# block 1

### M3 wires, block 1

Scale: 4 px per um.
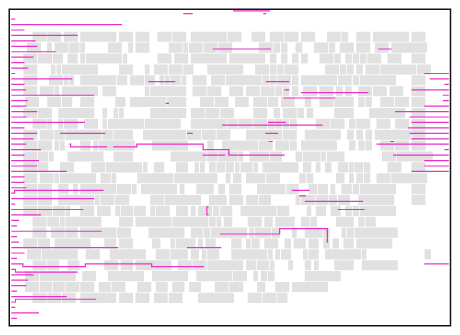

### src/rtl/mem_arb_pkg.sv
// Shared types and defaults for the three-port memory arbiter.
package mem_arb_pkg;

  typedef enum logic [1:0] {IDLE, ISSUE, RESP} state_t;

  typedef enum logic [1:0] {ID_NONE, ID_IF, ID_DM, ID_EXT} req_id_t;

  localparam int STARVE_LIMIT_DEF = 4;
  localparam int TIMEOUT_DEF      = 255;

endpackage

### src/rtl/arb_starve_pick.sv
// Fixed-priority pick (ext > dm > if) with a starvation override for dm and if.
module arb_starve_pick
  import mem_arb_pkg::*;
#(
  parameter int STARVE_LIMIT = STARVE_LIMIT_DEF
) (
  input  logic       if_req,
  input  logic       dm_req,
  input  logic       ext_req,
  input  logic [3:0] if_cnt,
  input  logic [3:0] dm_cnt,
  output logic [1:0] winner,
  output logic [3:0] if_cnt_next,
  output logic [3:0] dm_cnt_next
);

  localparam logic [3:0] LIMIT = 4'(STARVE_LIMIT);

  req_id_t win;

  always_comb begin
    win = ID_NONE;
    // A saturated counter beats the fixed order; dm goes first if both are.
    if (dm_req && dm_cnt == LIMIT)      win = ID_DM;
    else if (if_req && if_cnt == LIMIT) win = ID_IF;
    else if (ext_req)                   win = ID_EXT;
    else if (dm_req)                    win = ID_DM;
    else if (if_req)                    win = ID_IF;
  end

  always_comb begin
    dm_cnt_next = '0;
    if_cnt_next = '0;
    if (dm_req && win != ID_DM)
      dm_cnt_next = (dm_cnt == LIMIT) ? LIMIT : dm_cnt + 4'd1;
    if (if_req && win != ID_IF)
      if_cnt_next = (if_cnt == LIMIT) ? LIMIT : if_cnt + 4'd1;
  end

  assign winner = win;

endmodule

### src/rtl/mem_arbiter.sv
// Single-port memory shared by fetch, data and loader ports: one outstanding
// access at a time, with starvation guard, bus timeout and CPU stall.
module mem_arbiter
  import mem_arb_pkg::*;
#(
  parameter int ADDR_W       = 16,
  parameter int DATA_W       = 16,
  parameter int STARVE_LIMIT = STARVE_LIMIT_DEF,
  parameter int TIMEOUT      = TIMEOUT_DEF
) (
  input  logic              clk,
  input  logic              rst,
  input  logic              if_req,
  input  logic [ADDR_W-1:0] if_addr,
  output logic              if_ack,
  input  logic              dm_req,
  input  logic              dm_we,
  input  logic [ADDR_W-1:0] dm_addr,
  input  logic [DATA_W-1:0] dm_wdata,
  output logic              dm_ack,
  input  logic              ext_req,
  input  logic              ext_we,
  input  logic [ADDR_W-1:0] ext_addr,
  input  logic [DATA_W-1:0] ext_wdata,
  output logic              ext_ack,
  output logic [DATA_W-1:0] rsp_data,
  output logic              mem_req,
  output logic              mem_we,
  output logic [ADDR_W-1:0] mem_addr,
  output logic [DATA_W-1:0] mem_wdata,
  input  logic [DATA_W-1:0] mem_rdata,
  input  logic              mem_ack,
  output logic              cpu_stall,
  output logic              bus_err
);

  localparam logic [7:0] TO_LAST = 8'(TIMEOUT - 1);

  state_t            state, state_next;
  req_id_t           id_q, pick_id;
  logic [1:0]        pick_win;
  logic [3:0]        if_cnt, dm_cnt, if_cnt_next, dm_cnt_next;
  logic [7:0]        tcnt;
  logic [ADDR_W-1:0] addr_q, sel_addr;
  logic [DATA_W-1:0] wdata_q, sel_wdata, rsp_q;
  logic              we_q, sel_we, err_q;

  arb_starve_pick #(.STARVE_LIMIT(STARVE_LIMIT)) u_pick (
    .if_req      (if_req),
    .dm_req      (dm_req),
    .ext_req     (ext_req),
    .if_cnt      (if_cnt),
    .dm_cnt      (dm_cnt),
    .winner      (pick_win),
    .if_cnt_next (if_cnt_next),
    .dm_cnt_next (dm_cnt_next)
  );

  assign pick_id = req_id_t'(pick_win);

  always_comb begin
    sel_addr  = if_addr;
    sel_we    = 1'b0;
    sel_wdata = '0;
    case (pick_id)
      ID_DM: begin
        sel_addr  = dm_addr;
        sel_we    = dm_we;
        sel_wdata = dm_wdata;
      end
      ID_EXT: begin
        sel_addr  = ext_addr;
        sel_we    = ext_we;
        sel_wdata = ext_wdata;
      end
      default: ;
    endcase
  end

  always_ff @(posedge clk or negedge rst) begin
    if (!rst) state <= IDLE;
    else      state <= state_next;
  end

  always_comb begin
    state_next = state;
    case (state)
      IDLE:    if (if_req || dm_req || ext_req) state_next = ISSUE;
      // An ack in the final timeout cycle still wins over the abort.
      ISSUE:   if (mem_ack || tcnt == TO_LAST) state_next = RESP;
      RESP:    state_next = IDLE;
      default: state_next = IDLE;
    endcase
  end

  always_ff @(posedge clk or negedge rst) begin
    if (!rst) begin
      id_q    <= ID_NONE;
      addr_q  <= '0;
      we_q    <= 1'b0;
      wdata_q <= '0;
      rsp_q   <= '0;
      err_q   <= 1'b0;
      tcnt    <= '0;
      if_cnt  <= '0;
      dm_cnt  <= '0;
    end else begin
      case (state)
        IDLE: begin
          if_cnt <= if_cnt_next;
          dm_cnt <= dm_cnt_next;
          tcnt   <= '0;
          if (state_next == ISSUE) begin
            id_q    <= pick_id;
            addr_q  <= sel_addr;
            we_q    <= sel_we;
            wdata_q <= sel_wdata;
          end
        end
        ISSUE: begin
          tcnt <= tcnt + 8'd1;
          if (mem_ack) begin
            rsp_q <= we_q ? '0 : mem_rdata;
          end else if (tcnt == TO_LAST) begin
            rsp_q <= '0;
            err_q <= 1'b1;
          end
        end
        default: ;
      endcase
    end
  end

  always_comb begin
    mem_req   = (state == ISSUE);
    mem_we    = (state == ISSUE) && we_q;
    mem_addr  = addr_q;
    mem_wdata = wdata_q;
    if_ack    = (state == RESP) && (id_q == ID_IF);
    dm_ack    = (state == RESP) && (id_q == ID_DM);
    ext_ack   = (state == RESP) && (id_q == ID_EXT);
    rsp_data  = rsp_q;
    bus_err   = err_q;
    cpu_stall = (if_req && !if_ack) || (dm_req && !dm_ack);
  end

  // Requesters must hold their access fields steady until acked.
  ap_if_hold: assert property (@(posedge clk) disable iff (!rst)
    (if_req && !if_ack) |=> $stable(if_addr));
  ap_dm_hold: assert property (@(posedge clk) disable iff (!rst)
    (dm_req && !dm_ack) |=> ($stable(dm_addr) && $stable(dm_we) && $stable(dm_wdata)));
  ap_ext_hold: assert property (@(posedge clk) disable iff (!rst)
    (ext_req && !ext_ack) |=> ($stable(ext_addr) && $stable(ext_we) && $stable(ext_wdata)));

endmodule
### config.mk
export PLATFORM = sky130hd
export DESIGN_NAME = mem_arbiter
export DESIGN_NICKNAME = d
export VERILOG_FILES = /design/src/rtl/mem_arb_pkg.sv /design/src/rtl/arb_starve_pick.sv /design/src/rtl/mem_arbiter.sv
export SDC_FILE = /design/constraint.sdc
export NUM_CORES = 1
export LEC_CHECK = 0
export CORE_ASPECT_RATIO = 0.7
export CORE_MARGIN = 3
export CORE_UTILIZATION = 45
export CTS_CLUSTER_SIZE = 30
export DETAILED_ROUTE_END_ITERATION = 10
export HOLD_SLACK_MARGIN = 0.05
export PLACE_DENSITY = 0.86
export SYNTH_ARGS = -nofsm -noshare
export SYNTH_HDL_FRONTEND = slang
export SYNTH_SLANG_ARGS = --single-unit
### constraint.sdc
create_clock -name clk -period 3.9 [get_ports clk]
set_input_delay 0.39 -clock clk [delete_from_list [all_inputs] [get_ports clk]]
set_output_delay 0.39 -clock clk [all_outputs]
set_load 0.005 [all_outputs]
# block 2

===== config.mk =====
export PLATFORM = sky130hd
export DESIGN_NAME = mcp3002_sched
export DESIGN_NICKNAME = d
export VERILOG_FILES = /design/src/rtl/mcp3002_pkg.sv /design/src/rtl/mcp3002_scan_timer.sv /design/src/rtl/mcp3002_sched.sv
export SDC_FILE = /design/constraint.sdc
export NUM_CORES = 1
export LEC_CHECK = 0
export CAP_MARGIN = 10
export CORE_ASPECT_RATIO = 0.8
export CORE_UTILIZATION = 49
export CTS_CLUSTER_DIAMETER = 50
export CTS_CLUSTER_SIZE = 16
export DETAILED_ROUTE_END_ITERATION = 8
export PLACE_DENSITY = 0.86
export SYNTH_ARGS = -nofsm -noshare
export SYNTH_HDL_FRONTEND = slang
export SYNTH_SLANG_ARGS = --single-unit

===== constraint.sdc =====
create_clock -name _i_clk -period 2.3 [get_ports _i_clk]
set_clock_uncertainty 0.15 [all_clocks]
set_input_delay 0.46 -clock _i_clk [delete_from_list [all_inputs] [get_ports _i_clk]]
set_output_delay 0.46 -clock _i_clk [all_outputs]
set_load 0.005 [all_outputs]

===== src/rtl/mcp3002_pkg.sv =====
// rtl/mcp3002_pkg.sv - shared types and constants for the MCP3002 conversion scheduler
package mcp3002_pkg;
  localparam int DATA_W   = 10;
  localparam int SGL_DIFF = 1;
  localparam int ODD_SIGN = 0;

  typedef enum logic [1:0] {IDLE, ISSUE, WAIT, COMPLETE} state_t;
  typedef enum logic [1:0] {REQ0, REQ1, SCAN} owner_t;

  // Auto-scan conversions are always single-ended on the selected channel.
  function automatic logic [1:0] scan_cfg(input logic ch);
    logic [1:0] cfg;
    cfg = '0;
    cfg[SGL_DIFF] = 1'b1;
    cfg[ODD_SIGN] = ch;
    return cfg;
  endfunction
endpackage


===== src/rtl/mcp3002_scan_timer.sv =====
// rtl/mcp3002_scan_timer.sv - auto-scan period counter with pending and sticky overrun flags
module mcp3002_scan_timer
  import mcp3002_pkg::*;
#(
  parameter int SCAN_PERIOD = 1200,
  parameter int CNT_W       = 12
) (
  input  logic clk,
  input  logic rst,
  input  logic en,
  input  logic clr_pending,
  output logic pending,
  output logic overrun
);

  logic [CNT_W-1:0] cnt;
  logic             wrap;

  assign wrap = (cnt == CNT_W'(SCAN_PERIOD - 1));

  always_ff @(posedge clk) begin
    if (rst) begin
      cnt     <= '0;
      pending <= 1'b0;
      overrun <= 1'b0;
    end else if (!en) begin
      cnt     <= '0;
      pending <= 1'b0;
    end else if (wrap) begin
      cnt     <= '0;
      pending <= 1'b1;
      if (pending) overrun <= 1'b1;
    end else begin
      cnt <= cnt + 1'b1;
      if (clr_pending) pending <= 1'b0;
    end
  end

endmodule


===== src/rtl/mcp3002_sched.sv =====
// rtl/mcp3002_sched.sv - shares one MCP3002 SPI engine between two hosts and a periodic auto-scan
module mcp3002_sched
  import mcp3002_pkg::*;
#(
  parameter int SCAN_PERIOD = 1200,
  parameter int TIMEOUT     = 4095,
  parameter int CNT_W       = 12
) (
  input  logic              _i_clk,
  input  logic              _i_rst,
  input  logic              _i_scan_en,
  input  logic              _i_req0_valid,
  input  logic [1:0]        _i_req0_cfg,
  output logic              _o_req0_ready,
  input  logic              _i_req1_valid,
  input  logic [1:0]        _i_req1_cfg,
  output logic              _o_req1_ready,
  output logic              _o_rsp_valid,
  output logic              _o_rsp_id,
  output logic [DATA_W-1:0] _o_rsp_data,
  output logic              _o_rsp_err,
  input  logic              _i_rsp_ready,
  output logic              _o_conv_start,
  output logic [1:0]        _o_conv_cfg,
  output logic              _o_conv_abort,
  input  logic              _i_conv_done,
  input  logic [DATA_W-1:0] _i_conv_data,
  output logic [DATA_W-1:0] _o_scan_ch0,
  output logic [DATA_W-1:0] _o_scan_ch1,
  output logic              _o_scan_strobe,
  output logic              _o_scan_overrun
);

  state_t           state;
  owner_t           owner;
  logic             last_req1;
  logic             scan_ch;
  logic [CNT_W-1:0] tcnt;
  logic             scan_pending;
  logic             can_grant, g_scan, g0, g1, timeout_hit;

  mcp3002_scan_timer #(
    .SCAN_PERIOD (SCAN_PERIOD),
    .CNT_W       (CNT_W)
  ) u_scan_timer (
    .clk         (_i_clk),
    .rst         (_i_rst),
    .en          (_i_scan_en),
    .clr_pending (g_scan),
    .pending     (scan_pending),
    .overrun     (_o_scan_overrun)
  );

  // Nothing is granted while a host response is still waiting to be consumed.
  assign can_grant = (state == IDLE) && !_o_rsp_valid && !_i_rst;
  assign g_scan    = can_grant && scan_pending;
  assign g0        = can_grant && !scan_pending && _i_req0_valid && (!_i_req1_valid || last_req1);
  assign g1        = can_grant && !scan_pending && _i_req1_valid && (!_i_req0_valid || !last_req1);

  assign _o_req0_ready = g0;
  assign _o_req1_ready = g1;

  // Abort is withheld when done lands on the final cycle: that conversion counts as good.
  assign timeout_hit   = (state == WAIT) && (tcnt == CNT_W'(TIMEOUT - 1)) && !_i_conv_done;
  assign _o_conv_abort = timeout_hit;

  always_ff @(posedge _i_clk) begin
    if (_i_rst) begin
      state          <= IDLE;
      owner          <= REQ0;
      last_req1      <= 1'b1;
      scan_ch        <= 1'b0;
      tcnt           <= '0;
      _o_conv_start  <= 1'b0;
      _o_conv_cfg    <= '0;
      _o_rsp_valid   <= 1'b0;
      _o_rsp_id      <= 1'b0;
      _o_rsp_data    <= '0;
      _o_rsp_err     <= 1'b0;
      _o_scan_ch0    <= '0;
      _o_scan_ch1    <= '0;
      _o_scan_strobe <= 1'b0;
    end else begin
      _o_conv_start  <= 1'b0;
      _o_scan_strobe <= 1'b0;
      if (_o_rsp_valid && _i_rsp_ready) begin
        _o_rsp_valid <= 1'b0;
        _o_rsp_id    <= 1'b0;
        _o_rsp_data  <= '0;
        _o_rsp_err   <= 1'b0;
      end
      case (state)
        IDLE: begin
          if (g_scan) begin
            owner         <= SCAN;
            _o_conv_cfg   <= scan_cfg(scan_ch);
            _o_conv_start <= 1'b1;
            state         <= ISSUE;
          end else if (g0) begin
            owner         <= REQ0;
            last_req1     <= 1'b0;
            _o_conv_cfg   <= _i_req0_cfg;
            _o_conv_start <= 1'b1;
            state         <= ISSUE;
          end else if (g1) begin
            owner         <= REQ1;
            last_req1     <= 1'b1;
            _o_conv_cfg   <= _i_req1_cfg;
            _o_conv_start <= 1'b1;
            state         <= ISSUE;
          end
        end
        ISSUE: begin
          tcnt  <= '0;
          state <= WAIT;
        end
        WAIT: begin
          if (_i_conv_done || timeout_hit) begin
            state <= COMPLETE;
            if (owner == SCAN) begin
              if (_i_conv_done) begin
                if (scan_ch) _o_scan_ch1 <= _i_conv_data;
                else         _o_scan_ch0 <= _i_conv_data;
                _o_scan_strobe <= 1'b1;
              end
              scan_ch <= ~scan_ch;
            end else begin
              _o_rsp_valid <= 1'b1;
              _o_rsp_id    <= (owner == REQ1);
              _o_rsp_data  <= _i_conv_done ? _i_conv_data : '0;
              _o_rsp_err   <= !_i_conv_done;
            end
          end else begin
            tcnt <= tcnt + 1'b1;
          end
        end
        default: state <= IDLE;
      endcase
    end
  end

endmodule


### Routed metal per tile, block 2

Scale: 4 px per um. 18 x 15 tiles, from dark blue (low) to red (high), scaled to the fullest tile. Values are wire area over tile area, all layers added.
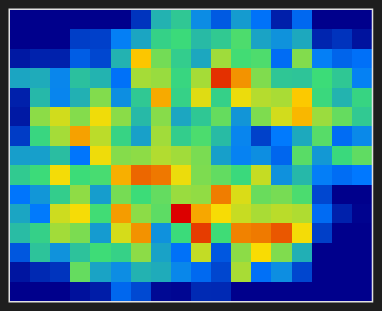
- nearly empty tiles: 13%
- emptiest ninth of the die: upper left
- tiles over half the peak: 36%

==> out/metrics.cfg, block 2 <==
[min_path]
worstHoldEndpoint = _o_rsp_data[2]

[finish]
bufAreaShareNonClock_pct = 21.6
layout.area.comb_mm2 = 0.00159
comb_cells = 242

[pwr]
max-vdd-ir-drop_mv = 0.587

[status]
failed_checks = setup timing
outcome = finished, violations left

[setup_path]
crit_cells = 6
reg2reg_depth = 8
path_cells = inv_2, ha_2, inv_1, or4_4, nor2_2, clkbuf_2

[clock_network]
cts.sinks = 69
cts_setup_buffers = 0

[sta]
setup_viol = 1
setup_ws_ns = -0.00855

[drt]
wl_per_cell_um = 13.3
drc = 0

[run]
warning_count = 31

[yosys]
yosysUniqueCellTypes = 55
edf_count = 0

[place]
numPlacedInstances = 508

### Routed metal per tile, block 1

Scale: 3 px per um. 22 x 16 tiles, from dark blue (low) to red (high), scaled to the fullest tile. Values are wire area over tile area, all layers added.
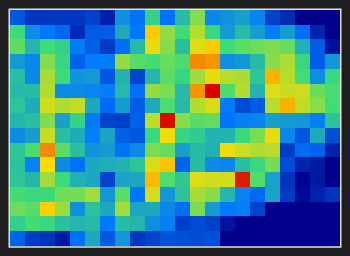
- tiles over half the peak: 30%
- nearly empty tiles: 7.7%
- mean over tiles: 0.20
- fullest tile: 0.53
Routed WL: 10.5 mm
GR Util All Layers: 24.8%
via count: 3,266
drt wl/cell: 17.9 um

## Picture notes: 'M3 wires' of block 1
- nets with wire on the layer: 93
- main direction: horizontal
- share of all routed wire: 8.3%
- longest straight run: 27.4 um
- wire length on this layer: 870 um
GR Util met3: 8.61%

==> out/metrics.cfg, block 1 <==
[yosys]
ys_seq_share_pct = 51.5
simple_gate_share_pct = 16.9

[pwr]
powerSeq_w = 0.00122
total_power_w = 0.00316
clockPowerShare_pct = 22.8
pwr-share-comb_pct = 38.4
switching_share_pct = 30.3

[finish]
layout_top_cells = 157 x clkdlybuf4s50_1, 70 x dfrtp_1, 47 x nand2_1, 24 x nand3_1, 22 x o21ai_0
fin_nets = 597
layout.cells.non_filler = 586
post-route-util_pct = 74.6
seq_share_pct = 33.4
n_antenna_cell = 0
nFillCells = 500

[status]
outcome = complete, no violations

[place]
numPlacedInstances = 570

[setup_path]
worst-setup-path-type = register to register
startpoint = if_cnt[0]
r2r_end = mem_wdata[2]
cp_data_arrival_time_ns = 2.67
path_max_fanout = 17
crit_family = simple AND/OR/NAND/NOR gates
crit_cells = 6
path_cells = inv_1, ha_1, nand4b_1, and4_1, a22oi_1, nand2_1
crit_buf_inv = 1
cpPeakStageDelay_ns = 0.67
r2r_setup_slack_ns = 1.47

[drt]
wl_met1_mm = 4.31
drc = 0
dr_wl_met3_um = 869

[clock_network]
ctsRootBufferMaster = clkbuf_8
cts_setup_buffers = 0
clockBufferDepth = 2
path_clk_slew_ns = 0.08

[sta]
min_period_ns = 2.43
setup_viol = 0
whs_ns = 0.217

[global_route]
gr-total-overflow = 0
grt_max_degree = 47
grt_pass1_vias = 3276

[floorplan]
chipHeight_um = 78.8
chip_area_mm2 = 0.00866
fp.coreArea_mm2 = 0.00704


==> gallery <==
Signal wires on met2.
Scale: 4 px per um.
picture 1
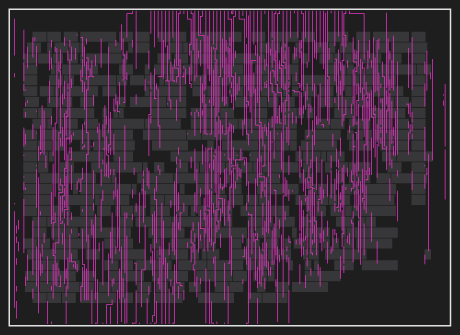
picture 2
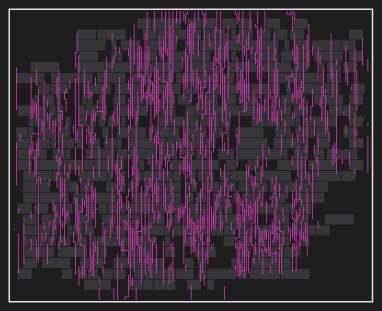
- largest die: picture 1
For block 1, see picture 1.
For block 2, see picture 2.

Key to picture 2:
- nets with wire on the layer: 399
- share of all routed wire: 47%
- longest straight run: 25.2 um
- wire length on this layer: 3,290 um
- main direction: vertical


# block 3

### Track usage over the die, block 3

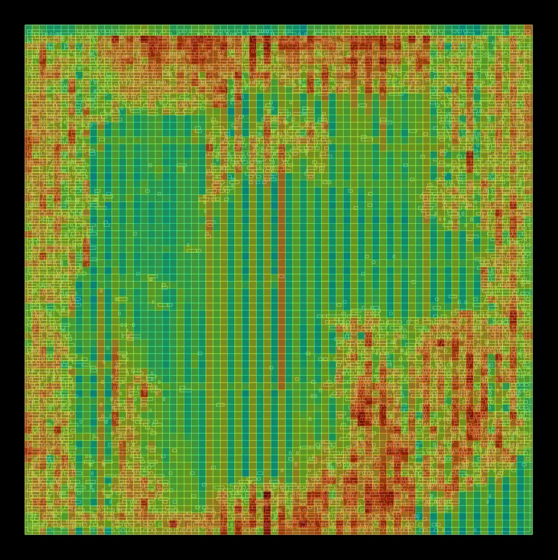
### M3 wires, block 3

Scale: 1 px per um.
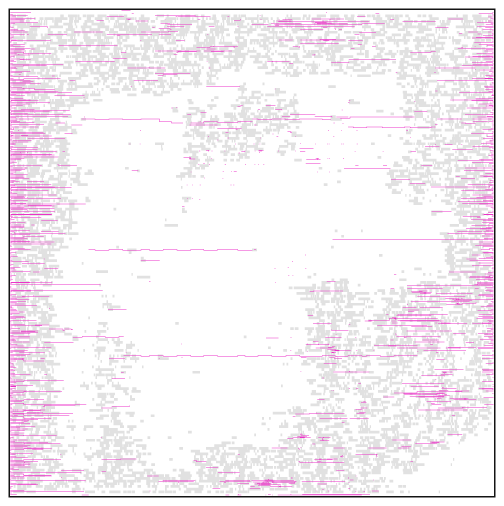
### Signal wires on met2, block 3

Scale: 1 px per um.
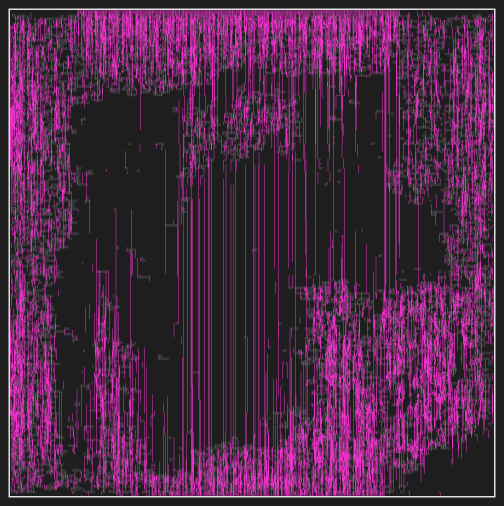
**src/rtl/pr_range_fetch_if.sv**
```systemverilog
// Handshake/bus bundle between the range fetch sequencer, the memory read port
// and the downstream line buffer.
interface pr_range_fetch_if #(
  parameter int unsigned FULL_WIDTH = 512,
  parameter int unsigned ADDR_W     = 64
);
  logic                  start_valid;
  logic                  start_ready;
  logic [31:0]           start_idx;
  logic [31:0]           end_idx;
  logic [ADDR_W-1:0]     base_addr;
  logic                  mem_req_valid;
  logic                  mem_req_ready;
  logic [ADDR_W-1:0]     mem_req_addr;
  logic                  mem_rvalid;
  logic [FULL_WIDTH-1:0] mem_rdata;
  logic                  buf_rready;
  logic [FULL_WIDTH-1:0] buf_rdata;
  logic [7:0]            buf_base;
  logic [7:0]            buf_bounds;
  logic                  buf_oready;
  logic                  done;

  modport slave (
    input  start_valid, start_idx, end_idx, base_addr,
    input  mem_req_ready, mem_rvalid, mem_rdata, buf_oready,
    output start_ready, mem_req_valid, mem_req_addr,
    output buf_rready, buf_rdata, buf_base, buf_bounds, done
  );

  modport master (
    output start_valid, start_idx, end_idx, base_addr,
    output mem_req_ready, mem_rvalid, mem_rdata, buf_oready,
    input  start_ready, mem_req_valid, mem_req_addr,
    input  buf_rready, buf_rdata, buf_base, buf_bounds, done
  );
endinterface

```
**src/rtl/pr_range_fetch_ctrl.sv**
```systemverilog
// Turns an element range [start_idx, end_idx) into line reads, one outstanding,
// and loads each line into the element buffer. PR_FETCH_PREFETCH_EN overlaps the next request with the buffer drain.
module pr_range_fetch_ctrl #(
  parameter int unsigned FULL_WIDTH = 512,
  parameter int unsigned WIDTH      = 64,
  parameter int unsigned ADDR_W     = 64
) (
  input  logic             clk,
  input  logic             rst_n,
  pr_range_fetch_if.slave  bus
);
  localparam int unsigned ELEMS = FULL_WIDTH / WIDTH;
  localparam int unsigned EW    = $clog2(ELEMS);
  localparam int unsigned LB_W  = $clog2(FULL_WIDTH / 8);

  typedef enum logic [2:0] {
    IDLE, REQ, RESP, WAIT_EMPTY, LOAD, DRAIN, WAIT_DRAIN
  } state_t;

  state_t                state_q, state_d;
  logic [31:0]           cur_q, cur_d;
  logic [31:0]           end_q, end_d;
  logic [ADDR_W-1:0]     base_q, base_d;
  logic [ADDR_W-1:0]     addr_q, addr_d;
  logic [FULL_WIDTH-1:0] line_q, line_d;
  logic [FULL_WIDTH-1:0] rdata_q, rdata_d;
  logic [7:0]            bbase_q, bbase_d;
  logic [7:0]            bbounds_q, bbounds_d;
  logic                  done_q, done_d;

  logic [31:0] line_start;
  logic [32:0] span;
  logic [32:0] next_line;

  // Window math in 33 bits so neither the bounds span nor the next line index can wrap.
  always_comb begin
    line_start = cur_q & ~32'(ELEMS - 1);
    span       = {1'b0, end_q} - {1'b0, line_start};
    next_line  = {1'b0, line_start} + 33'(ELEMS);
  end

  always_comb begin
    state_d   = state_q;
    cur_d     = cur_q;
    end_d     = end_q;
    base_d    = base_q;
    addr_d    = addr_q;
    line_d    = line_q;
    rdata_d   = rdata_q;
    bbase_d   = bbase_q;
    bbounds_d = bbounds_q;
    done_d    = 1'b0;
    unique case (state_q)
      IDLE: if (bus.start_valid) begin
        cur_d   = bus.start_idx;
        end_d   = bus.end_idx;
        base_d  = bus.base_addr;
        state_d = (bus.start_idx >= bus.end_idx) ? DRAIN : REQ;
      end
      REQ:  if (bus.mem_req_ready) state_d = RESP;
      RESP: if (bus.mem_rvalid) begin
        line_d  = bus.mem_rdata;
        state_d = WAIT_EMPTY;
      end
      WAIT_EMPTY: if (!bus.buf_oready) begin
        rdata_d   = line_q;
        bbase_d   = 8'(cur_q[EW-1:0]);
        bbounds_d = (span > 33'(ELEMS)) ? 8'(ELEMS) : span[7:0];
        state_d   = LOAD;
      end
      LOAD: begin
        cur_d = next_line[31:0];
        if (next_line >= {1'b0, end_q}) state_d = DRAIN;
`ifdef PR_FETCH_PREFETCH_EN
        else                            state_d = REQ;
`else
        else                            state_d = WAIT_DRAIN;
`endif
      end
      WAIT_DRAIN: if (!bus.buf_oready) state_d = REQ;
      DRAIN: if (!bus.buf_oready) begin
        done_d  = 1'b1;
        state_d = IDLE;
      end
      default: state_d = IDLE;
    endcase
    // Address is captured only on entry to REQ so it stays stable while stalled.
    if (state_d == REQ && state_q != REQ)
      addr_d = base_d + (ADDR_W'(cur_d >> EW) << LB_W);
  end

  always_ff @(posedge clk or negedge rst_n) begin
    if (!rst_n) begin
      state_q   <= IDLE;
      cur_q     <= '0;
      end_q     <= '0;
      base_q    <= '0;
      addr_q    <= '0;
      line_q    <= '0;
      rdata_q   <= '0;
      bbase_q   <= '0;
      bbounds_q <= '0;
      done_q    <= 1'b0;
    end else begin
      state_q   <= state_d;
      cur_q     <= cur_d;
      end_q     <= end_d;
      base_q    <= base_d;
      addr_q    <= addr_d;
      line_q    <= line_d;
      rdata_q   <= rdata_d;
      bbase_q   <= bbase_d;
      bbounds_q <= bbounds_d;
      done_q    <= done_d;
    end
  end

  assign bus.start_ready   = rst_n && (state_q == IDLE);
  assign bus.mem_req_valid = (state_q == REQ);
  assign bus.mem_req_addr  = addr_q;
  assign bus.buf_rready    = (state_q == LOAD);
  assign bus.buf_rdata     = rdata_q;
  assign bus.buf_base      = bbase_q;
  assign bus.buf_bounds    = bbounds_q;
  assign bus.done          = done_q;
endmodule
```
**src/flat_wrapper.sv**
```systemverilog
// flat-port wrapper written by rule: the top's interface ports become plain ports
module pr_range_fetch_ctrl_flat 
#(
  parameter int unsigned FULL_WIDTH = 512,
  parameter int unsigned WIDTH      = 64,
  parameter int unsigned ADDR_W     = 64
)
  (clk, rst_n, bus_start_valid, bus_start_idx, bus_end_idx, bus_base_addr, bus_mem_req_ready, bus_mem_rvalid, bus_mem_rdata, bus_buf_oready, bus_start_ready, bus_mem_req_valid, bus_mem_req_addr, bus_buf_rready, bus_buf_rdata, bus_buf_base, bus_buf_bounds, bus_done);
  pr_range_fetch_if #(.FULL_WIDTH(FULL_WIDTH), .ADDR_W(ADDR_W)) bus_i ();
  input  logic clk;
  input  logic rst_n;
  input wire logic [$bits(bus_i.start_valid)-1:0] bus_start_valid;
  input wire logic [$bits(bus_i.start_idx)-1:0] bus_start_idx;
  input wire logic [$bits(bus_i.end_idx)-1:0] bus_end_idx;
  input wire logic [$bits(bus_i.base_addr)-1:0] bus_base_addr;
  input wire logic [$bits(bus_i.mem_req_ready)-1:0] bus_mem_req_ready;
  input wire logic [$bits(bus_i.mem_rvalid)-1:0] bus_mem_rvalid;
  input wire logic [$bits(bus_i.mem_rdata)-1:0] bus_mem_rdata;
  input wire logic [$bits(bus_i.buf_oready)-1:0] bus_buf_oready;
  output wire logic [$bits(bus_i.start_ready)-1:0] bus_start_ready;
  output wire logic [$bits(bus_i.mem_req_valid)-1:0] bus_mem_req_valid;
  output wire logic [$bits(bus_i.mem_req_addr)-1:0] bus_mem_req_addr;
  output wire logic [$bits(bus_i.buf_rready)-1:0] bus_buf_rready;
  output wire logic [$bits(bus_i.buf_rdata)-1:0] bus_buf_rdata;
  output wire logic [$bits(bus_i.buf_base)-1:0] bus_buf_base;
  output wire logic [$bits(bus_i.buf_bounds)-1:0] bus_buf_bounds;
  output wire logic [$bits(bus_i.done)-1:0] bus_done;
  assign bus_i.start_valid = bus_start_valid;
  assign bus_i.start_idx = bus_start_idx;
  assign bus_i.end_idx = bus_end_idx;
  assign bus_i.base_addr = bus_base_addr;
  assign bus_i.mem_req_ready = bus_mem_req_ready;
  assign bus_i.mem_rvalid = bus_mem_rvalid;
  assign bus_i.mem_rdata = bus_mem_rdata;
  assign bus_i.buf_oready = bus_buf_oready;
  assign bus_start_ready = bus_i.start_ready;
  assign bus_mem_req_valid = bus_i.mem_req_valid;
  assign bus_mem_req_addr = bus_i.mem_req_addr;
  assign bus_buf_rready = bus_i.buf_rready;
  assign bus_buf_rdata = bus_i.buf_rdata;
  assign bus_buf_base = bus_i.buf_base;
  assign bus_buf_bounds = bus_i.buf_bounds;
  assign bus_done = bus_i.done;
  pr_range_fetch_ctrl #(.FULL_WIDTH(FULL_WIDTH), .WIDTH(WIDTH), .ADDR_W(ADDR_W)) u_core (.clk(clk), .rst_n(rst_n), .bus(bus_i));
endmodule
```
**config.mk**
```make
export PLATFORM = sky130hd
export DESIGN_NAME = pr_range_fetch_ctrl_flat
export DESIGN_NICKNAME = d
export VERILOG_FILES = /design/src/rtl/pr_range_fetch_if.sv /design/src/rtl/pr_range_fetch_ctrl.sv /design/src/flat_wrapper.sv
export SDC_FILE = /design/constraint.sdc
export NUM_CORES = 2
export LEC_CHECK = 0
export CAP_MARGIN = 0
export CORE_AREA = 2 2 482 484
export CTS_BUF_LIST = sky130_fd_sc_hd__clkbuf_4 sky130_fd_sc_hd__clkbuf_8
export CTS_CLUSTER_DIAMETER = 120
export DETAILED_ROUTE_END_ITERATION = 12
export DIE_AREA = 0 0 484 486
export HOLD_SLACK_MARGIN = 0.12
export SKIP_LAST_GASP = 1
export SLEW_MARGIN = 40
export SYNTH_ARGS = -nofsm -noshare
export SYNTH_HDL_FRONTEND = slang
export SYNTH_SLANG_ARGS = --single-unit
```
**constraint.sdc**
```tcl
create_clock -name clk -period 10.5 [get_ports clk]
set_input_delay 2.1 -clock clk [delete_from_list [all_inputs] [get_ports clk]]
set_output_delay 2.1 -clock clk [all_outputs]
set_load 0.1 [all_outputs]
```
==> out/metrics.cfg <==
[yosys]
yosysUniqueCellTypes = 85
topCellsByArea = dfrtp_1 59%, nand2_1 13%, mux2_2 12%
synth-adder-area-share_pct = 2.93
ys_seq_elements = 1231
mux_area_share_pct = 12.7

[drt]
highest_layer = met4
wl_per_cell_um = 22.9
drt-initial-drc-count = 2396
postRouteAntennaNets = 0
wl_met1_mm = 86.1
dr.pass1.iters = 5

[setup_path]
end_kind = register
crit_end = u_core.bus.mem_req_addr[60]
worst-setup-path-type = input pin to register
path_cells = buf_2, buf_4, nor2_1, a21oi_1, nor2_1, a211oi_1, ha_1, inv_1, fa_1, and2b_1, o2111ai_2, a2111oi_4, nor3_2, a211o_2, a311oi_4, o2111ai_1, xnor2_1, mux2_1
crit_cells = 18
cp_data_arrival_time_ns = 7.14
startpoint = bus_start_valid
reg2reg_depth = 20

[sta]
maxSlewViolCount = 0
setup_ws_ns = 4.14
period_used_pct = 60.5
rsz0062_at_grt = no

[global_route]
grt_max_degree = 161

[finish]
bufAreaShareNonClock_pct = 14.5
layout-drive-gt1-share_pct = 25.9
largest_cell_class = registers
layout_top_cell = nand2_1
design_area_mm2 = 0.0710
layout.area.comb_mm2 = 0.0203
layout.cells.non_filler = 9444
nFillCells = 23700
flops = 1231
nonClockBufferCount = 1287

[place]
numPlacedInstances = 9015
place_ws_ns = 3.25

[clock_network]
clk_latency_ns = 0.99
cts.sinks = 1231
htree_levels = 4

[status]
outcome = complete, no violations

[floorplan]
initial_utilization_pct = 22.9
chip_area_mm2 = 0.235

[min_path]
hp-class = register to register

About 'Track usage over the die' of block 3:
GRT busiest layer: met2
GR Util All Layers: 17.9%
GR Util met3: 5.09%
GR met1 Demand/Resource: 21.5%
met2 Use GR: 30.2%

About 'M3 wires' of block 3:
- main direction: horizontal
- longest straight run: 160 um
- share of all routed wire: 7.3%
- wire length on this layer: 15,800 um
via count: 41,500
Routed WL: 216 mm

About 'Signal wires on met2' of block 3:
- main direction: vertical
- wire length on this layer: 105 mm
- longest straight run: 352 um
- nets with wire on the layer: 5,999



==> notes/layouts.md <==
Pictures saved along the way, in no particular order.

I/O pins on the die edge.
image #1
Scale: 1 px per um. Pins as bars across the die edge, other pins in gray.
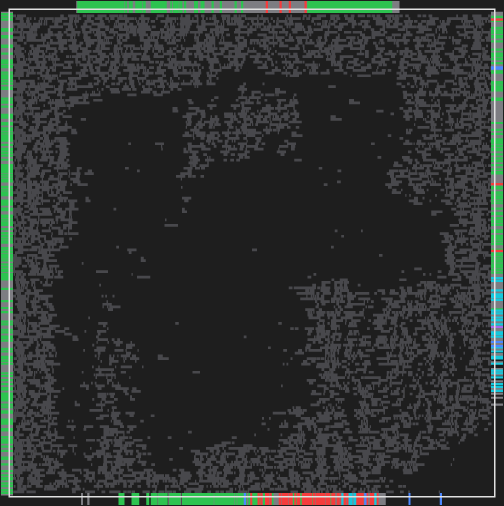
image #2
Scale: 4 px per um. Pins as bars across the die edge, other pins in gray.
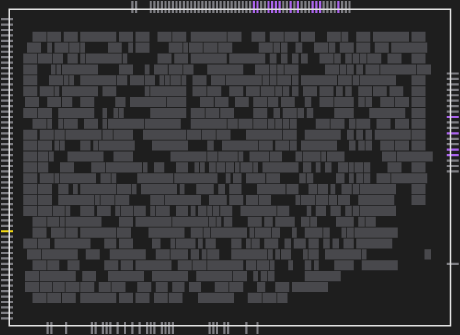
image #3
Scale: 4 px per um. Pins as bars across the die edge, other pins in gray.
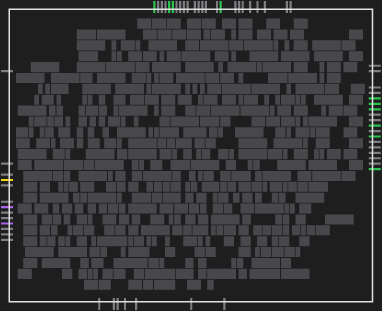
The one with the most pins is image #1.
The one with the smallest die is image #3.
- block 1 = image #2
- block 3 = image #1
- block 2 = image #3

No activity file was given, so power comes from the tool's default toggle rates.
